# block 1

==> block_1/layer_met1.png <==
(4 px per um)
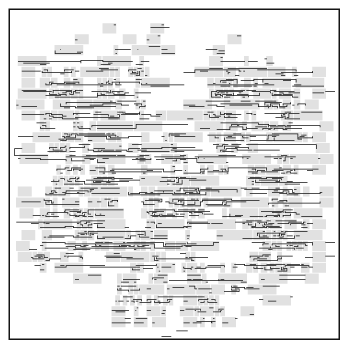

$ cat src/rtl/uart_rx_frame_check.sv
// ---------------------------------------------------------------------------
// uart_rx_frame_check
//
// Receive-side UART frame checker. It takes mid-bit samples from the sampler
// after the start bit has been validated. It assembles 5..DATA_WIDTH data
// bits, LSB first, then checks an optional parity bit and one or two stop
// bits. Per-frame status is reported alongside saturating error counters.
//
// Ports:
//   clk, reset      rising-edge clock, synchronous active-high reset
//   frame_start     1-cycle pulse: start bit validated (aborts any frame)
//   sampled_bit     majority-sampled RX bit
//   edge_cnt        oversampling edge counter from the sampler
//   prescale        oversampling ratio; mid-bit is edge_cnt == prescale/2
//   data_len        data bits per frame, clamped to 5..DATA_WIDTH
//   par_mode        0 none, 1 even, 2 odd, 3 mark, 4 space, 5-7 none
//   stop_bits       0 = one stop bit, 1 = two
//   cnt_clr         synchronous clear of both error counters
//   p_data          received data, unused upper bits zero
//   frame_done      1-cycle pulse at frame end
//   frame_valid     1-cycle pulse with frame_done when the frame is clean
//   par_err         parity mismatch in the last frame
//   stop_err        a stop bit was sampled low in the last frame
//   busy            frame in progress
//   par_err_cnt     saturating count of parity-error frames
//   stop_err_cnt    saturating count of stop-error frames
// ---------------------------------------------------------------------------
module uart_rx_frame_check #(
    parameter int DATA_WIDTH     = 9,
    parameter int PRESCALE_WIDTH = 6,
    parameter int CNT_WIDTH      = 8
) (
    input  logic                      clk,
    input  logic                      reset,
    input  logic                      frame_start,
    input  logic                      sampled_bit,
    input  logic [PRESCALE_WIDTH-1:0] edge_cnt,
    input  logic [PRESCALE_WIDTH-1:0] prescale,
    input  logic [3:0]                data_len,
    input  logic [2:0]                par_mode,
    input  logic                      stop_bits,
    input  logic                      cnt_clr,
    output logic [DATA_WIDTH-1:0]     p_data,
    output logic                      frame_done,
    output logic                      frame_valid,
    output logic                      par_err,
    output logic                      stop_err,
    output logic                      busy,
    output logic [CNT_WIDTH-1:0]      par_err_cnt,
    output logic [CNT_WIDTH-1:0]      stop_err_cnt
);

    localparam logic [3:0] MAX_LEN = 4'(DATA_WIDTH);

    typedef enum logic [2:0] {IDLE, DATA, PARITY, STOP1, STOP2} state_t;

    state_t                  state_q;
    logic [DATA_WIDTH-1:0]   p_data_q;
    logic [3:0]              bit_cnt_q;
    logic [3:0]              len_q;
    logic [2:0]              mode_q;
    logic                    two_stop_q;
    logic                    run_par_q;
    logic                    par_err_q;
    logic                    stop_err_q;
    logic                    busy_q;
    logic                    frame_done_q;
    logic                    frame_valid_q;
    logic [CNT_WIDTH-1:0]    par_cnt_q;
    logic [CNT_WIDTH-1:0]    stop_cnt_q;

    logic                    mid;
    logic                    stop_err_d;
    logic                    end_frame;

    function automatic logic [3:0] clamp_len(input logic [3:0] len);
        if (len < 4'd5)
            return 4'd5;
        else if (len > MAX_LEN)
            return MAX_LEN;
        else
            return len;
    endfunction

    function automatic logic has_parity(input logic [2:0] mode);
        return (mode >= 3'd1) && (mode <= 3'd4);
    endfunction

    function automatic logic expected_parity(input logic [2:0] mode, input logic run);
        case (mode)
            3'd1:    return run;
            3'd2:    return ~run;
            3'd3:    return 1'b1;
            default: return 1'b0;
        endcase
    endfunction

    function automatic logic [CNT_WIDTH-1:0] sat_inc(input logic [CNT_WIDTH-1:0] c);
        return (c == '1) ? c : c + 1'b1;
    endfunction

    assign mid = (edge_cnt == (prescale >> 1));

    // Final stop flag for the current stop-bit strobe. In STOP1 stop_err_q is
    // still clear from frame_start, so the OR form serves both stop states.
    assign stop_err_d = stop_err_q | ~sampled_bit;

    // frame_start overrides a coincident strobe, so it also suppresses the end.
    assign end_frame = mid && !frame_start &&
                       ((state_q == STOP1 && !two_stop_q) || state_q == STOP2);

    always_ff @(posedge clk) begin
        if (reset) begin
            state_q       <= IDLE;
            p_data_q      <= '0;
            bit_cnt_q     <= '0;
            len_q         <= 4'd5;
            mode_q        <= '0;
            two_stop_q    <= 1'b0;
            run_par_q     <= 1'b0;
            par_err_q     <= 1'b0;
            stop_err_q    <= 1'b0;
            busy_q        <= 1'b0;
            frame_done_q  <= 1'b0;
            frame_valid_q <= 1'b0;
        end else begin
            frame_done_q  <= 1'b0;
            frame_valid_q <= 1'b0;
            if (frame_start) begin
                // Accepted in every state: a new start aborts a frame in flight.
                state_q    <= DATA;
                p_data_q   <= '0;
                bit_cnt_q  <= '0;
                len_q      <= clamp_len(data_len);
                mode_q     <= par_mode;
                two_stop_q <= stop_bits;
                run_par_q  <= 1'b0;
                par_err_q  <= 1'b0;
                stop_err_q <= 1'b0;
                busy_q     <= 1'b1;
            end else if (mid) begin
                case (state_q)
                    DATA: begin
                        for (int i = 0; i < DATA_WIDTH; i++) begin
                            if (bit_cnt_q == 4'(i))
                                p_data_q[i] <= sampled_bit;
                        end
                        run_par_q <= run_par_q ^ sampled_bit;
                        if (bit_cnt_q == len_q - 4'd1)
                            state_q <= has_parity(mode_q) ? PARITY : STOP1;
                        else
                            bit_cnt_q <= bit_cnt_q + 4'd1;
                    end
                    PARITY: begin
                        par_err_q <= (sampled_bit != expected_parity(mode_q, run_par_q));
                        state_q   <= STOP1;
                    end
                    STOP1, STOP2: begin
                        stop_err_q <= stop_err_d;
                        if (end_frame) begin
                            state_q       <= IDLE;
                            busy_q        <= 1'b0;
                            frame_done_q  <= 1'b1;
                            frame_valid_q <= !par_err_q && !stop_err_d;
                        end else begin
                            state_q <= STOP2;
                        end
                    end
                    default: ;
                endcase
            end
        end
    end

    // Error counters: clear wins over a same-cycle increment.
    always_ff @(posedge clk) begin
        if (reset || cnt_clr) begin
            par_cnt_q  <= '0;
            stop_cnt_q <= '0;
        end else if (end_frame) begin
            if (par_err_q)
                par_cnt_q <= sat_inc(par_cnt_q);
            if (stop_err_d)
                stop_cnt_q <= sat_inc(stop_cnt_q);
        end
    end

    assign p_data       = p_data_q;
    assign frame_done   = frame_done_q;
    assign frame_valid  = frame_valid_q;
    assign par_err      = par_err_q;
    assign stop_err     = stop_err_q;
    assign busy         = busy_q;
    assign par_err_cnt  = par_cnt_q;
    assign stop_err_cnt = stop_cnt_q;

endmodule

$ cat config.mk
export PLATFORM = sky130hd
export DESIGN_NAME = uart_rx_frame_check
export DESIGN_NICKNAME = d
export VERILOG_FILES = /design/src/rtl/uart_rx_frame_check.sv
export SDC_FILE = /design/constraint.sdc
export NUM_CORES = 1
export LEC_CHECK = 0
export ABC_AREA = 1
export CAP_MARGIN = 10
export CORE_UTILIZATION = 40
export CTS_BUF_LIST = sky130_fd_sc_hd__clkbuf_16
export CTS_CLUSTER_DIAMETER = 50
export DETAILED_ROUTE_END_ITERATION = 10
export PLACE_DENSITY = 0.75
export SKIP_CTS_REPAIR_TIMING = 1
export SKIP_LAST_GASP = 1
export SLEW_MARGIN = 20
export SYNTH_ARGS = -nofsm -noshare
export SYNTH_HDL_FRONTEND = slang
export SYNTH_SLANG_ARGS = --single-unit
$ cat constraint.sdc
create_clock -name clk -period 3.1 [get_ports clk]
set_clock_uncertainty 0.05 [all_clocks]
set_input_delay 0.775 -clock clk [delete_from_list [all_inputs] [get_ports clk]]
set_output_delay 0.775 -clock clk [all_outputs]
set_load 0.02 [all_outputs]
# block 2

===== src/rtl/key_search_ctrl.sv =====
// Multi-channel ARC4 key-space search controller: interleaves a key range across
// N_CH check channels and stops at the first key reported valid.

module key_search_lane #(
    parameter int KEY_W = 24,
    parameter int N_CH  = 2,
    parameter int LANE  = 0
) (
    input  logic             clk,
    input  logic             rst_n,
    input  logic             load,
    input  logic             run,
    input  logic [KEY_W-1:0] key_lo,
    input  logic [KEY_W-1:0] key_hi,
    input  logic             ch_rdy,
    input  logic             ch_done,
    output logic             ch_en,
    output logic [KEY_W-1:0] ch_key,
    output logic             busy,
    output logic             retired
);
    localparam logic [KEY_W:0] OFS  = (KEY_W+1)'(LANE);
    localparam logic [KEY_W:0] STEP = (KEY_W+1)'(N_CH);

    // One extra bit so stepping past 2^KEY_W-1 retires the lane instead of wrapping.
    logic [KEY_W:0] nxt;
    logic           rdy_q;

    assign retired = nxt > {1'b0, key_hi};
    assign ch_en   = run & ~busy & ~retired & rdy_q;
    assign ch_key  = nxt[KEY_W-1:0];

    // nxt doubles as the in-flight key; it only advances once the channel reports done.
    always_ff @(posedge clk or negedge rst_n) begin
        if (!rst_n) begin
            nxt   <= '0;
            busy  <= 1'b0;
            rdy_q <= 1'b0;
        end else begin
            rdy_q <= ch_rdy;
            if (load) begin
                nxt  <= {1'b0, key_lo} + OFS;
                busy <= 1'b0;
            end else if (ch_en) begin
                busy <= 1'b1;
            end else if (busy && ch_done) begin
                busy <= 1'b0;
                nxt  <= nxt + STEP;
            end
        end
    end
endmodule

module key_search_ctrl #(
    parameter int KEY_W = 24,
    parameter int N_CH  = 2
) (
    input  logic                  clk,
    input  logic                  rst_n,
    input  logic                  en,
    output logic                  rdy,
    input  logic [KEY_W-1:0]      key_lo,
    input  logic [KEY_W-1:0]      key_hi,
    input  logic [N_CH-1:0]       ch_rdy,
    output logic [N_CH-1:0]       ch_en,
    output logic [N_CH*KEY_W-1:0] ch_key,
    input  logic [N_CH-1:0]       ch_done,
    input  logic [N_CH-1:0]       ch_valid,
    output logic [KEY_W-1:0]      key,
    output logic                  key_valid
);
    localparam logic [2:0] S_RST   = 3'd0;
    localparam logic [2:0] S_IDLE  = 3'd1;
    localparam logic [2:0] S_RUN   = 3'd2;
    localparam logic [2:0] S_DRAIN = 3'd3;
    localparam logic [2:0] S_DONE  = 3'd4;

    logic [2:0]                  state;
    logic [KEY_W-1:0]            hi_q;
    logic [N_CH-1:0]             busy;
    logic [N_CH-1:0]             retired;
    logic [N_CH-1:0][KEY_W-1:0]  key_a;
    logic                        load;
    logic                        run;
    logic                        found;
    logic [KEY_W-1:0]            found_key;

    assign rdy    = (state == S_IDLE);
    assign load   = rdy & en;
    assign run    = (state == S_RUN);
    assign ch_key = key_a;

    for (genvar g = 0; g < N_CH; g++) begin : g_lane
        key_search_lane #(.KEY_W(KEY_W), .N_CH(N_CH), .LANE(g)) u_lane (
            .clk     (clk),
            .rst_n   (rst_n),
            .load    (load),
            .run     (run),
            .key_lo  (key_lo),
            .key_hi  (hi_q),
            .ch_rdy  (ch_rdy[g]),
            .ch_done (ch_done[g]),
            .ch_en   (ch_en[g]),
            .ch_key  (key_a[g]),
            .busy    (busy[g]),
            .retired (retired[g])
        );
    end

    // Scan high to low so the lowest valid channel index ends up selected.
    always_comb begin
        found     = 1'b0;
        found_key = '0;
        for (int i = N_CH-1; i >= 0; i--) begin
            if (ch_done[i] && ch_valid[i] && busy[i]) begin
                found     = 1'b1;
                found_key = key_a[i];
            end
        end
    end

    always_ff @(posedge clk or negedge rst_n) begin
        if (!rst_n) begin
            state     <= S_RST;
            hi_q      <= '0;
            key       <= '0;
            key_valid <= 1'b0;
        end else begin
            case (state)
                S_RST:  state <= S_IDLE;
                S_IDLE: begin
                    if (en) begin
                        hi_q      <= key_hi;
                        key       <= '0;
                        key_valid <= 1'b0;
                        state     <= S_RUN;
                    end
                end
                S_RUN: begin
                    if (found) begin
                        key       <= found_key;
                        key_valid <= 1'b1;
                        state     <= S_DRAIN;
                    end else if ((&retired) && !(|busy)) begin
                        state <= S_DONE;
                    end
                end
                S_DRAIN: if (!(|busy)) state <= S_DONE;
                S_DONE:  state <= S_IDLE;
                default: state <= S_RST;
            endcase
        end
    end
endmodule


===== config.mk =====
export PLATFORM = sky130hd
export DESIGN_NAME = key_search_ctrl
export DESIGN_NICKNAME = d
export VERILOG_FILES = /design/src/rtl/key_search_ctrl.sv
export SDC_FILE = /design/constraint.sdc
export NUM_CORES = 1
export LEC_CHECK = 0
export ABC_AREA = 1
export CAP_MARGIN = 20
export CORE_MARGIN = 4
export CORE_UTILIZATION = 55
export DETAILED_ROUTE_END_ITERATION = 16
export GPL_ROUTABILITY_DRIVEN = 0
export PLACE_DENSITY = 0.82
export SKIP_CTS_REPAIR_TIMING = 1
export SLEW_MARGIN = 30
export SYNTH_ARGS = -nofsm -noshare
export SYNTH_HDL_FRONTEND = slang
export SYNTH_SLANG_ARGS = --single-unit

===== constraint.sdc =====
create_clock -name clk -period 2.8 [get_ports clk]
set_clock_uncertainty 0.1 [all_clocks]
set_input_delay 0.42 -clock clk [delete_from_list [all_inputs] [get_ports clk]]
set_output_delay 0.42 -clock clk [all_outputs]
set_load 0.01 [all_outputs]

==> block_1/io_placement.png <==
(6 px per um) Pins as bars across the die edge, other pins in gray.
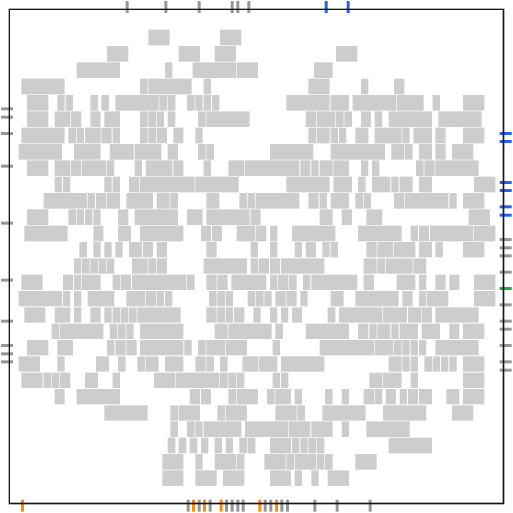
legend:
  orange:
    port: `prescale`
    pins: 6
    direction: input
    edge: bottom
  blue:
    port: `stop_err_cnt`
    pins: 8
    direction: output
    edge: 6 right, 2 top
  green:
    port: `frame_valid`
    pins: 1
    direction: output
    edge: right
all pins by edge: 20 bottom, 17 right, 10 left, 8 top
chip width: 82.12 um
PortBufs: 53
Die Y: 82.12 um

About block_1/layer_met1.png:
main direction: horizontal
longest straight run: 22.3 um
wire length on this layer: 2,620 um
nets with wire on the layer: 401
share of all routed wire: 46%
GR Util met1: 21.80%
final wirelength: 5.726 mm
number of vias in the routed layout: 2,490

==> job_summary.md, block 1 <==
### Yosys + OpenROAD results

| Metric | Value |
|---|---|
| Status | finished clean |
| Die area | 6743 um^2 |
| Finished Layout Cells | 497 |
| Crit path max-delay family | simple AND/OR/NAND/NOR gates |
| Cell area after layout | 3323 um^2 |
| Yosys cell types | 35 |
| Placed cells | 489 |
| CP Max Fanout | 8 |
| Fin crit share | 76.76% |
| Total GRT Usage | 18.90% |
| Synth cell count leaders | nand2_1 (85), inv_1 (47), dfxtp_1 (46), nor2_1 (44), a21oi_1 (30) |
| Clock power share | 42.1% |
| Post-Route M1 WL | 2.622 mm |
| Final Hold Violation Tally | 0 |
| CTS Sinks | 46 |
| Buffering overhead | 17.09% |
| Bufs w/o clock | 58 |
| Cell type with the largest total area | dfxtp_1 |
[block 1: worst reg2reg max path: cells and delay by family, from the launching register on]
kind	cells	cell delay [ns]
AOI/OAI and AO/OA	2	0.41
adders and majority gates	1	0.23
DFF	1	0.35
and+or+nand+nor	4	0.67
[block 1: power groups by stage]
stage               Clock (mW)  Combinational, mW  Sequential (mW)
floorplan                    0             0.0608            0.618
global placement             0              0.110            0.617
detailed placement           0              0.112            0.618
CTS                      0.536              0.113            0.604
global route             0.558              0.126            0.605
finish                   0.521              0.112            0.604
[block 1: registers in the layout (all words and copies together) (netlist names), 3 cells and up]
signal and count:
p_data 9, par_err_cnt 8, stop_err_cnt 8, bit_cnt_q 4, len_q 4, mode_q 3, state_q 3
[block 1: stage by stage]
stage / worst slack (ns) / utilization [%]
floorplan: 1.183 / -
global placement: 0.4575 / 52.50
detailed placement: 0.4077 / 52.50
CTS: 0.7097 / 54.83
global route: 0.5085 / 54.83
finish: 0.7205 / 54.83
[block 1: logic make-up after synthesis]
family | count (synthesis) | synth area share [%]
simple gates | 185 | 33.87
buf+inv | 57 | 9.259
compound gates | 53 | 12.48
flops | 46 | 35.87
xor+xnor | 15 | 5.117
fa+ha+maj | 7 | 3.411
==> block_2/congestion.png <==
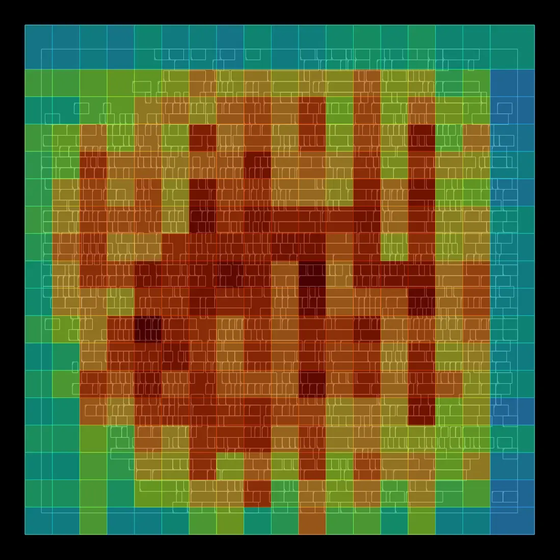
Finished Core Util: 69.80%
GRT busiest layer: met2

==> block_2/layer_met1.png <==
(3 px per um)
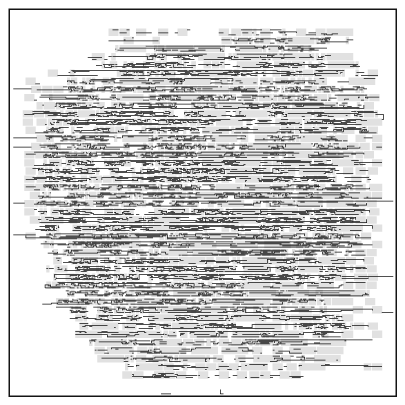
main direction: horizontal
share of all routed wire: 37%
number of vias in the routed layout: 8,505
final wirelength: 28.20 mm
GR Util met1: 45.79%

==> job_summary.md, block 2 <==
### Yosys + OpenROAD results

| Metric | Value |
|---|---|
| Logic share of the area | 44.03% |
| Reg2reg end | g_lane[0].u_lane.nxt[15]$_DFFE_PN0P_ |
| Met3 wire length | 4.400 mm |
| Leak pwr | 4.547 nW |
| Clk pin slew, worst setup/hold paths | 0.07 ns |
| Cell type with the largest total area | dfrtp_1 |
| Cell Area, Synth | 7983 um^2 |
| Antenna-violating nets left | 0 |
| First-pass DRT Iterations | 8 |
| Grt total ovfl | 0 |
| Largest cell class by area | combinational gates |
| Final Critical Period | 2.647 ns |
| Status | finished clean |
| Layout area overhead | 22.79% |
| Post-route setup TNS | 0 ns |
| Fp_density | 56.85% |
[block 2: power by group through the flow]
stage	combinational (mW)	clock [mW]	sequential [mW]
after floorplan	3.80	0	2.73
after global placement	6.35	0	2.57
after detailed placement	6.50	0	2.59
after CTS	6.56	1.28	2.57
after global routing	7.36	1.35	2.64
final	6.80	1.29	2.59
[block 2: sequential cells by signal, indices dropped and copies added, names as in the netlist]
register	cells
g_lane.u_lane.busy	2
state	3
key	24
key_valid	1
g_lane.u_lane.nxt	50
hi_q	24
g_lane.u_lane.rdy_q	2
[block 2: through the flow]
stage               instances  cell area, um^2  hold slack, ns
floorplan                1103             7983         0.02441
global placement         1394             9477          0.3427
finish                   1411             9802          0.3891
detailed placement       1394             9477          0.3505
CTS                      1410             9772        -0.01823
global route             1411             9802          0.4025
[block 2: critical path, delay by kind of cell, from the launching register on]
| family | cells | cell delay (ns) |
|---|---|---|
| AOI/OAI and AO/OA | 3 | 0.52 |
| and+or+nand+nor | 3 | 0.31 |
| buffers and inverters | 3 | 0.33 |
| adders and majority gates | 1 | 0.26 |
| DFF | 1 | 0.36 |

==> notes/layouts.md <==
Pictures saved along the way, in no particular order.

M3 wires.
image #1
(2 px per um)
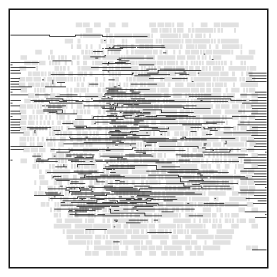
image #2
(3 px per um)
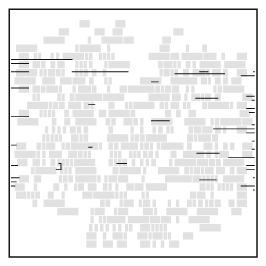
image #1 -> block 2
image #2 -> block 1
The one with the largest die is image #1.

Key to image #2:
share of all routed wire: 3.1%
nets with wire on the layer: 35


# block 3

File: src/rtl/card_dealer.sv
// Card dealer: fills four hand slots with blackjack card values drawn from a free-running LFSR.
// Latency: first card one cycle after the request, later cards CARD_DELAY+1 cycles apart; done the cycle after the last write.
// Backpressure: none; requests that arrive while busy are dropped. Optional totals logic under CARD_DEALER_TOTAL_EN.
module card_dealer #(
    parameter int unsigned CARD_DELAY = 100_000_000,
    parameter logic [15:0] SEED       = 16'hACE1
) (
    input  logic       clk,
    input  logic       rst,
    input  logic       deal_pulse,
    input  logic       hit_pulse,
    output logic [3:0] first_card,
    output logic [3:0] second_card,
    output logic [3:0] third_card,
    output logic [3:0] fourth_card,
    output logic [2:0] card_count,
    output logic       busy,
    output logic       done
`ifdef CARD_DEALER_TOTAL_EN
    ,
    output logic [4:0] hand_total,
    output logic [0:0] bust
`endif
);

    // An all-zero LFSR would lock up, so a zero seed falls back to the default.
    localparam logic [15:0] SEED_EFF = (SEED == 16'h0000) ? 16'hACE1 : SEED;

    // The delay counter only ever holds CARD_DELAY-1 down to 0.
    localparam int unsigned CW = (CARD_DELAY > 1) ? $clog2(CARD_DELAY) : 1;
    localparam logic [CW-1:0] DELAY_LOAD = CW'(CARD_DELAY - 1);

    typedef enum logic [1:0] {
        S_IDLE = 2'd0,
        S_DRAW = 2'd1,
        S_WAIT = 2'd2,
        S_DONE = 2'd3
    } state_t;

    state_t        state_q, state_d;
    logic [15:0]   lfsr_q, lfsr_d;
    logic [3:0]    slot_q [4];
    logic [3:0]    slot_d [4];
    logic [2:0]    count_q, count_d;
    logic [2:0]    target_q, target_d;
    logic [CW-1:0] delay_q, delay_d;
    logic          busy_q, busy_d;
    logic          done_q, done_d;

    logic          lfsr_fb;
    logic [3:0]    rank;
    logic          rank_ok;
    logic [3:0]    card_val;
    logic          deal_accept;

    // Rank draw: accept 1..13, face cards count as 10, everything else is retried next cycle.
    always_comb begin
        lfsr_fb  = lfsr_q[15] ^ lfsr_q[13] ^ lfsr_q[12] ^ lfsr_q[10];
        rank     = lfsr_q[3:0];
        rank_ok  = (rank != 4'd0) && (rank <= 4'd13);
        card_val = (rank > 4'd10) ? 4'd10 : rank;
    end

    // Next-state logic for the request FSM, slots, counters and registered outputs.
    always_comb begin
        state_d     = state_q;
        lfsr_d      = {lfsr_q[14:0], lfsr_fb};
        slot_d      = slot_q;
        count_d     = count_q;
        target_d    = target_q;
        delay_d     = delay_q;
        done_d      = 1'b0;
        deal_accept = 1'b0;

        case (state_q)
            S_IDLE: begin
                if (deal_pulse) begin
                    deal_accept = 1'b1;
                    for (int i = 0; i < 4; i++) begin
                        slot_d[i] = 4'd0;
                    end
                    count_d  = 3'd0;
                    target_d = 3'd2;
                    state_d  = S_DRAW;
                end else if (hit_pulse && (count_q == 3'd2 || count_q == 3'd3)) begin
                    target_d = count_q + 3'd1;
                    state_d  = S_DRAW;
                end
            end
            S_DRAW: begin
                if (count_q >= 3'd4) begin
                    // Hand already full: finish without touching any slot.
                    state_d = S_DONE;
                    done_d  = 1'b1;
                end else if (rank_ok) begin
                    slot_d[count_q[1:0]] = card_val;
                    count_d              = count_q + 3'd1;
                    if (count_d == target_q) begin
                        state_d = S_DONE;
                        done_d  = 1'b1;
                    end else begin
                        delay_d = DELAY_LOAD;
                        state_d = S_WAIT;
                    end
                end
            end
            S_WAIT: begin
                if (delay_q == '0) begin
                    state_d = S_DRAW;
                end else begin
                    delay_d = delay_q - 1'b1;
                end
            end
            S_DONE: begin
                state_d = S_IDLE;
            end
            default: begin
                state_d = S_IDLE;
            end
        endcase

        busy_d = (state_d != S_IDLE);
    end

`ifdef CARD_DEALER_TOTAL_EN
    logic [5:0] sum_raw;
    logic [5:0] total_full;
    logic       has_ace;
    logic       bust_q, bust_d;

    // Soft-ace hand value; the full 6-bit total drives bust, the port saturates at 31.
    always_comb begin
        sum_raw = 6'(slot_q[0]) + 6'(slot_q[1]) + 6'(slot_q[2]) + 6'(slot_q[3]);
        has_ace = (slot_q[0] == 4'd1) || (slot_q[1] == 4'd1) ||
                  (slot_q[2] == 4'd1) || (slot_q[3] == 4'd1);
        if (has_ace && (sum_raw + 6'd10 <= 6'd21)) begin
            total_full = sum_raw + 6'd10;
        end else begin
            total_full = sum_raw;
        end
        hand_total = (total_full > 6'd31) ? 5'd31 : total_full[4:0];
        bust_d     = deal_accept ? 1'b0 : (total_full > 6'd21);
    end

    // Bust flag follows the hand one cycle late and is cleared when a new hand starts.
    always_ff @(posedge clk) begin
        if (!rst) begin
            bust_q <= 1'b0;
        end else begin
            bust_q <= bust_d;
        end
    end

    assign bust = bust_q;
`endif

    // State registers with synchronous active-low reset.
    always_ff @(posedge clk) begin
        if (!rst) begin
            state_q  <= S_IDLE;
            lfsr_q   <= SEED_EFF;
            for (int i = 0; i < 4; i++) begin
                slot_q[i] <= 4'd0;
            end
            count_q  <= 3'd0;
            target_q <= 3'd0;
            delay_q  <= '0;
            busy_q   <= 1'b0;
            done_q   <= 1'b0;
        end else begin
            state_q  <= state_d;
            lfsr_q   <= lfsr_d;
            for (int i = 0; i < 4; i++) begin
                slot_q[i] <= slot_d[i];
            end
            count_q  <= count_d;
            target_q <= target_d;
            delay_q  <= delay_d;
            busy_q   <= busy_d;
            done_q   <= done_d;
        end
    end

    assign first_card  = slot_q[0];
    assign second_card = slot_q[1];
    assign third_card  = slot_q[2];
    assign fourth_card = slot_q[3];
    assign card_count  = count_q;
    assign busy        = busy_q;
    assign done        = done_q;

endmodule
File: config.mk
export PLATFORM = sky130hd
export DESIGN_NAME = card_dealer
export DESIGN_NICKNAME = d
export VERILOG_FILES = /design/src/rtl/card_dealer.sv
export SDC_FILE = /design/constraint.sdc
export NUM_CORES = 1
export LEC_CHECK = 0
export CAP_MARGIN = 20
export CORE_MARGIN = 4
export CORE_UTILIZATION = 40
export DETAILED_ROUTE_END_ITERATION = 8
export PLACE_DENSITY = 0.68
export SLEW_MARGIN = 5
export SYNTH_ARGS = -nofsm -noshare
export SYNTH_HDL_FRONTEND = slang
export SYNTH_SLANG_ARGS = --single-unit
File: constraint.sdc
create_clock -name clk -period 3.13 [get_ports clk]
set_input_delay 0.4695 -clock clk [delete_from_list [all_inputs] [get_ports clk]]
set_output_delay 0.4695 -clock clk [all_outputs]
set_load 0.02 [all_outputs]
==> job_summary.md <==
### Yosys + OpenROAD results

| Metric | Value |
|---|---|
| Slew Limit Fails | 0 |
| Normalized max-slew margin | 57.62% |
| Logic share of the area | 43.60% |
| CTS tree | done |
| Sequential area share after synthesis | 44.71% |
| First-pass DRT Iterations | 5 |
| Initial antenna violation count | 0 |
| Tap cell count | 99 |
| Resize count post-CTS | 0 |
| Fp_density | 41.92% |
| Final setup violation count | 0 |
| Post-synthesis cell count | 349 |
| Buffering overhead | 8.058% |
| Cts bufs inserted | 9 |
| PnR Total Power | 2.552 mW |
| Fmax | 380.2 MHz |
| Placed cells | 463 |
| Critical path origin | delay_q[0]$_SDFFE_PN0P_ |
| Routed WL per cell | 14.42 um |
| Finished Core Util | 49.30% |
| Flip-flops | 69 |
| Cell type with the largest total area | dfxtp_1 |
| Hold Crit Class | reg -> reg |
| Area share, top type | 44.71% |
| Async SR Flop Fraction | 0% |
| Hold path depth | 1 |
| Crit Path Category | reg -> reg |
| CP Max Fanout | 15 |
| Post-Syn Nets | 359 |
| Total GRT Usage | 16.41% |
| Mux share | 0.6480% |
| Simple Share, Synth | 26.37% |
| RePlAce Congestion | 0.8409 |
| Vias in the first global route | 2,570 |
| CP max-delay cell | o31ai_4 |
| Crit start category | register |
| Clk pin slew, worst setup/hold paths | 0.08 ns |
| Status | finished clean |
| Leak pwr | 1.295 nW |
| Most used flip-flop cell after synthesis | dfxtp_1 |
| Chip Area, Yosys | 3089 um^2 |
| Std cell rows | 31 |
-- power by group --
group          internal, mW  switching, mW  total, mW  leakage [nW]
Sequential            0.973         0.0991       1.07         0.565
Combinational         0.286          0.463      0.749         0.637
Clock                 0.373          0.357      0.730        0.0931
-- synthesized netlist by cell type, types with 3 or more instances --
cell	count
dfxtp_1	69
nand2_1	35
a21oi_1	25
nor2_1	16
o22ai_1	16
nor3_1	15
inv_1	14
clkbuf_1	13
nand2b_1	12
nand3_1	12
and2_1	9
o31ai_1	9
or4_1	9
o21ai_0	8
a211oi_1	6
ha_1	6
or3_1	6
xnor2_1	6
a31oi_1	5
nor2b_1	5
and3_1	4
nand3b_1	4
nand4b_1	4
xor2_1	4
nor4_1	3
or2_2	3
-- sequential cells by signal (all words and copies together), names as in the netlist, 3 cells and up --
register	flops
card_count	3
first_card	4
lfsr_q	16
third_card	4
delay_q	27
fourth_card	4
second_card	4
target_q	3
-- routing by layer --
metal	GRT usage (%)	vias up	routed length (um)
met5	0	-	0
met4	7.346	0	129
met3	5.708	10	388
met2	25.42	68	3189
met1	20.54	1270	3197
li1	-	1329	-
==> block_3/layer_met1.png <==
(4 px per um)
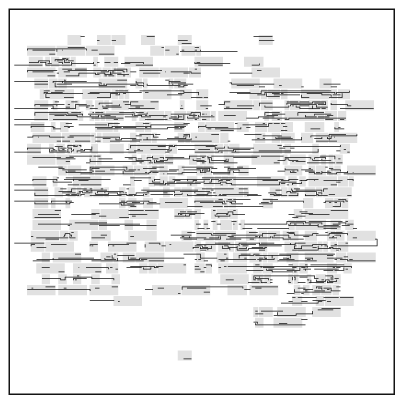
wire length on this layer: 3,200 um
longest straight run: 30.8 um
nets with wire on the layer: 367
final wirelength: 6.905 mm
GR Util met1: 20.54%



## Gallery

Met2 routing.
picture 1
(4 px per um)
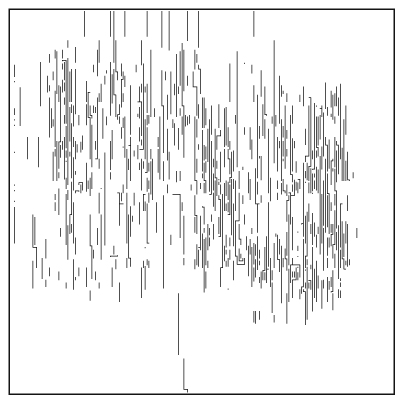
picture 2
(6 px per um)
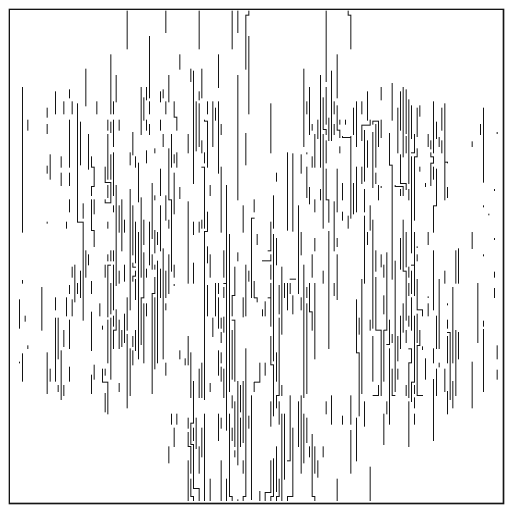
picture 3
(4 px per um)
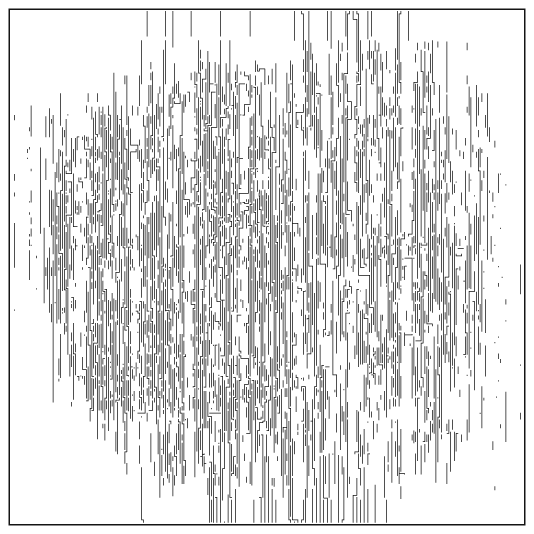
The one with the smallest die is picture 2.
For block 1, see picture 2.
For block 3, see picture 1.
For block 2, see picture 3.

Power is estimated from default activity; no workload was simulated.
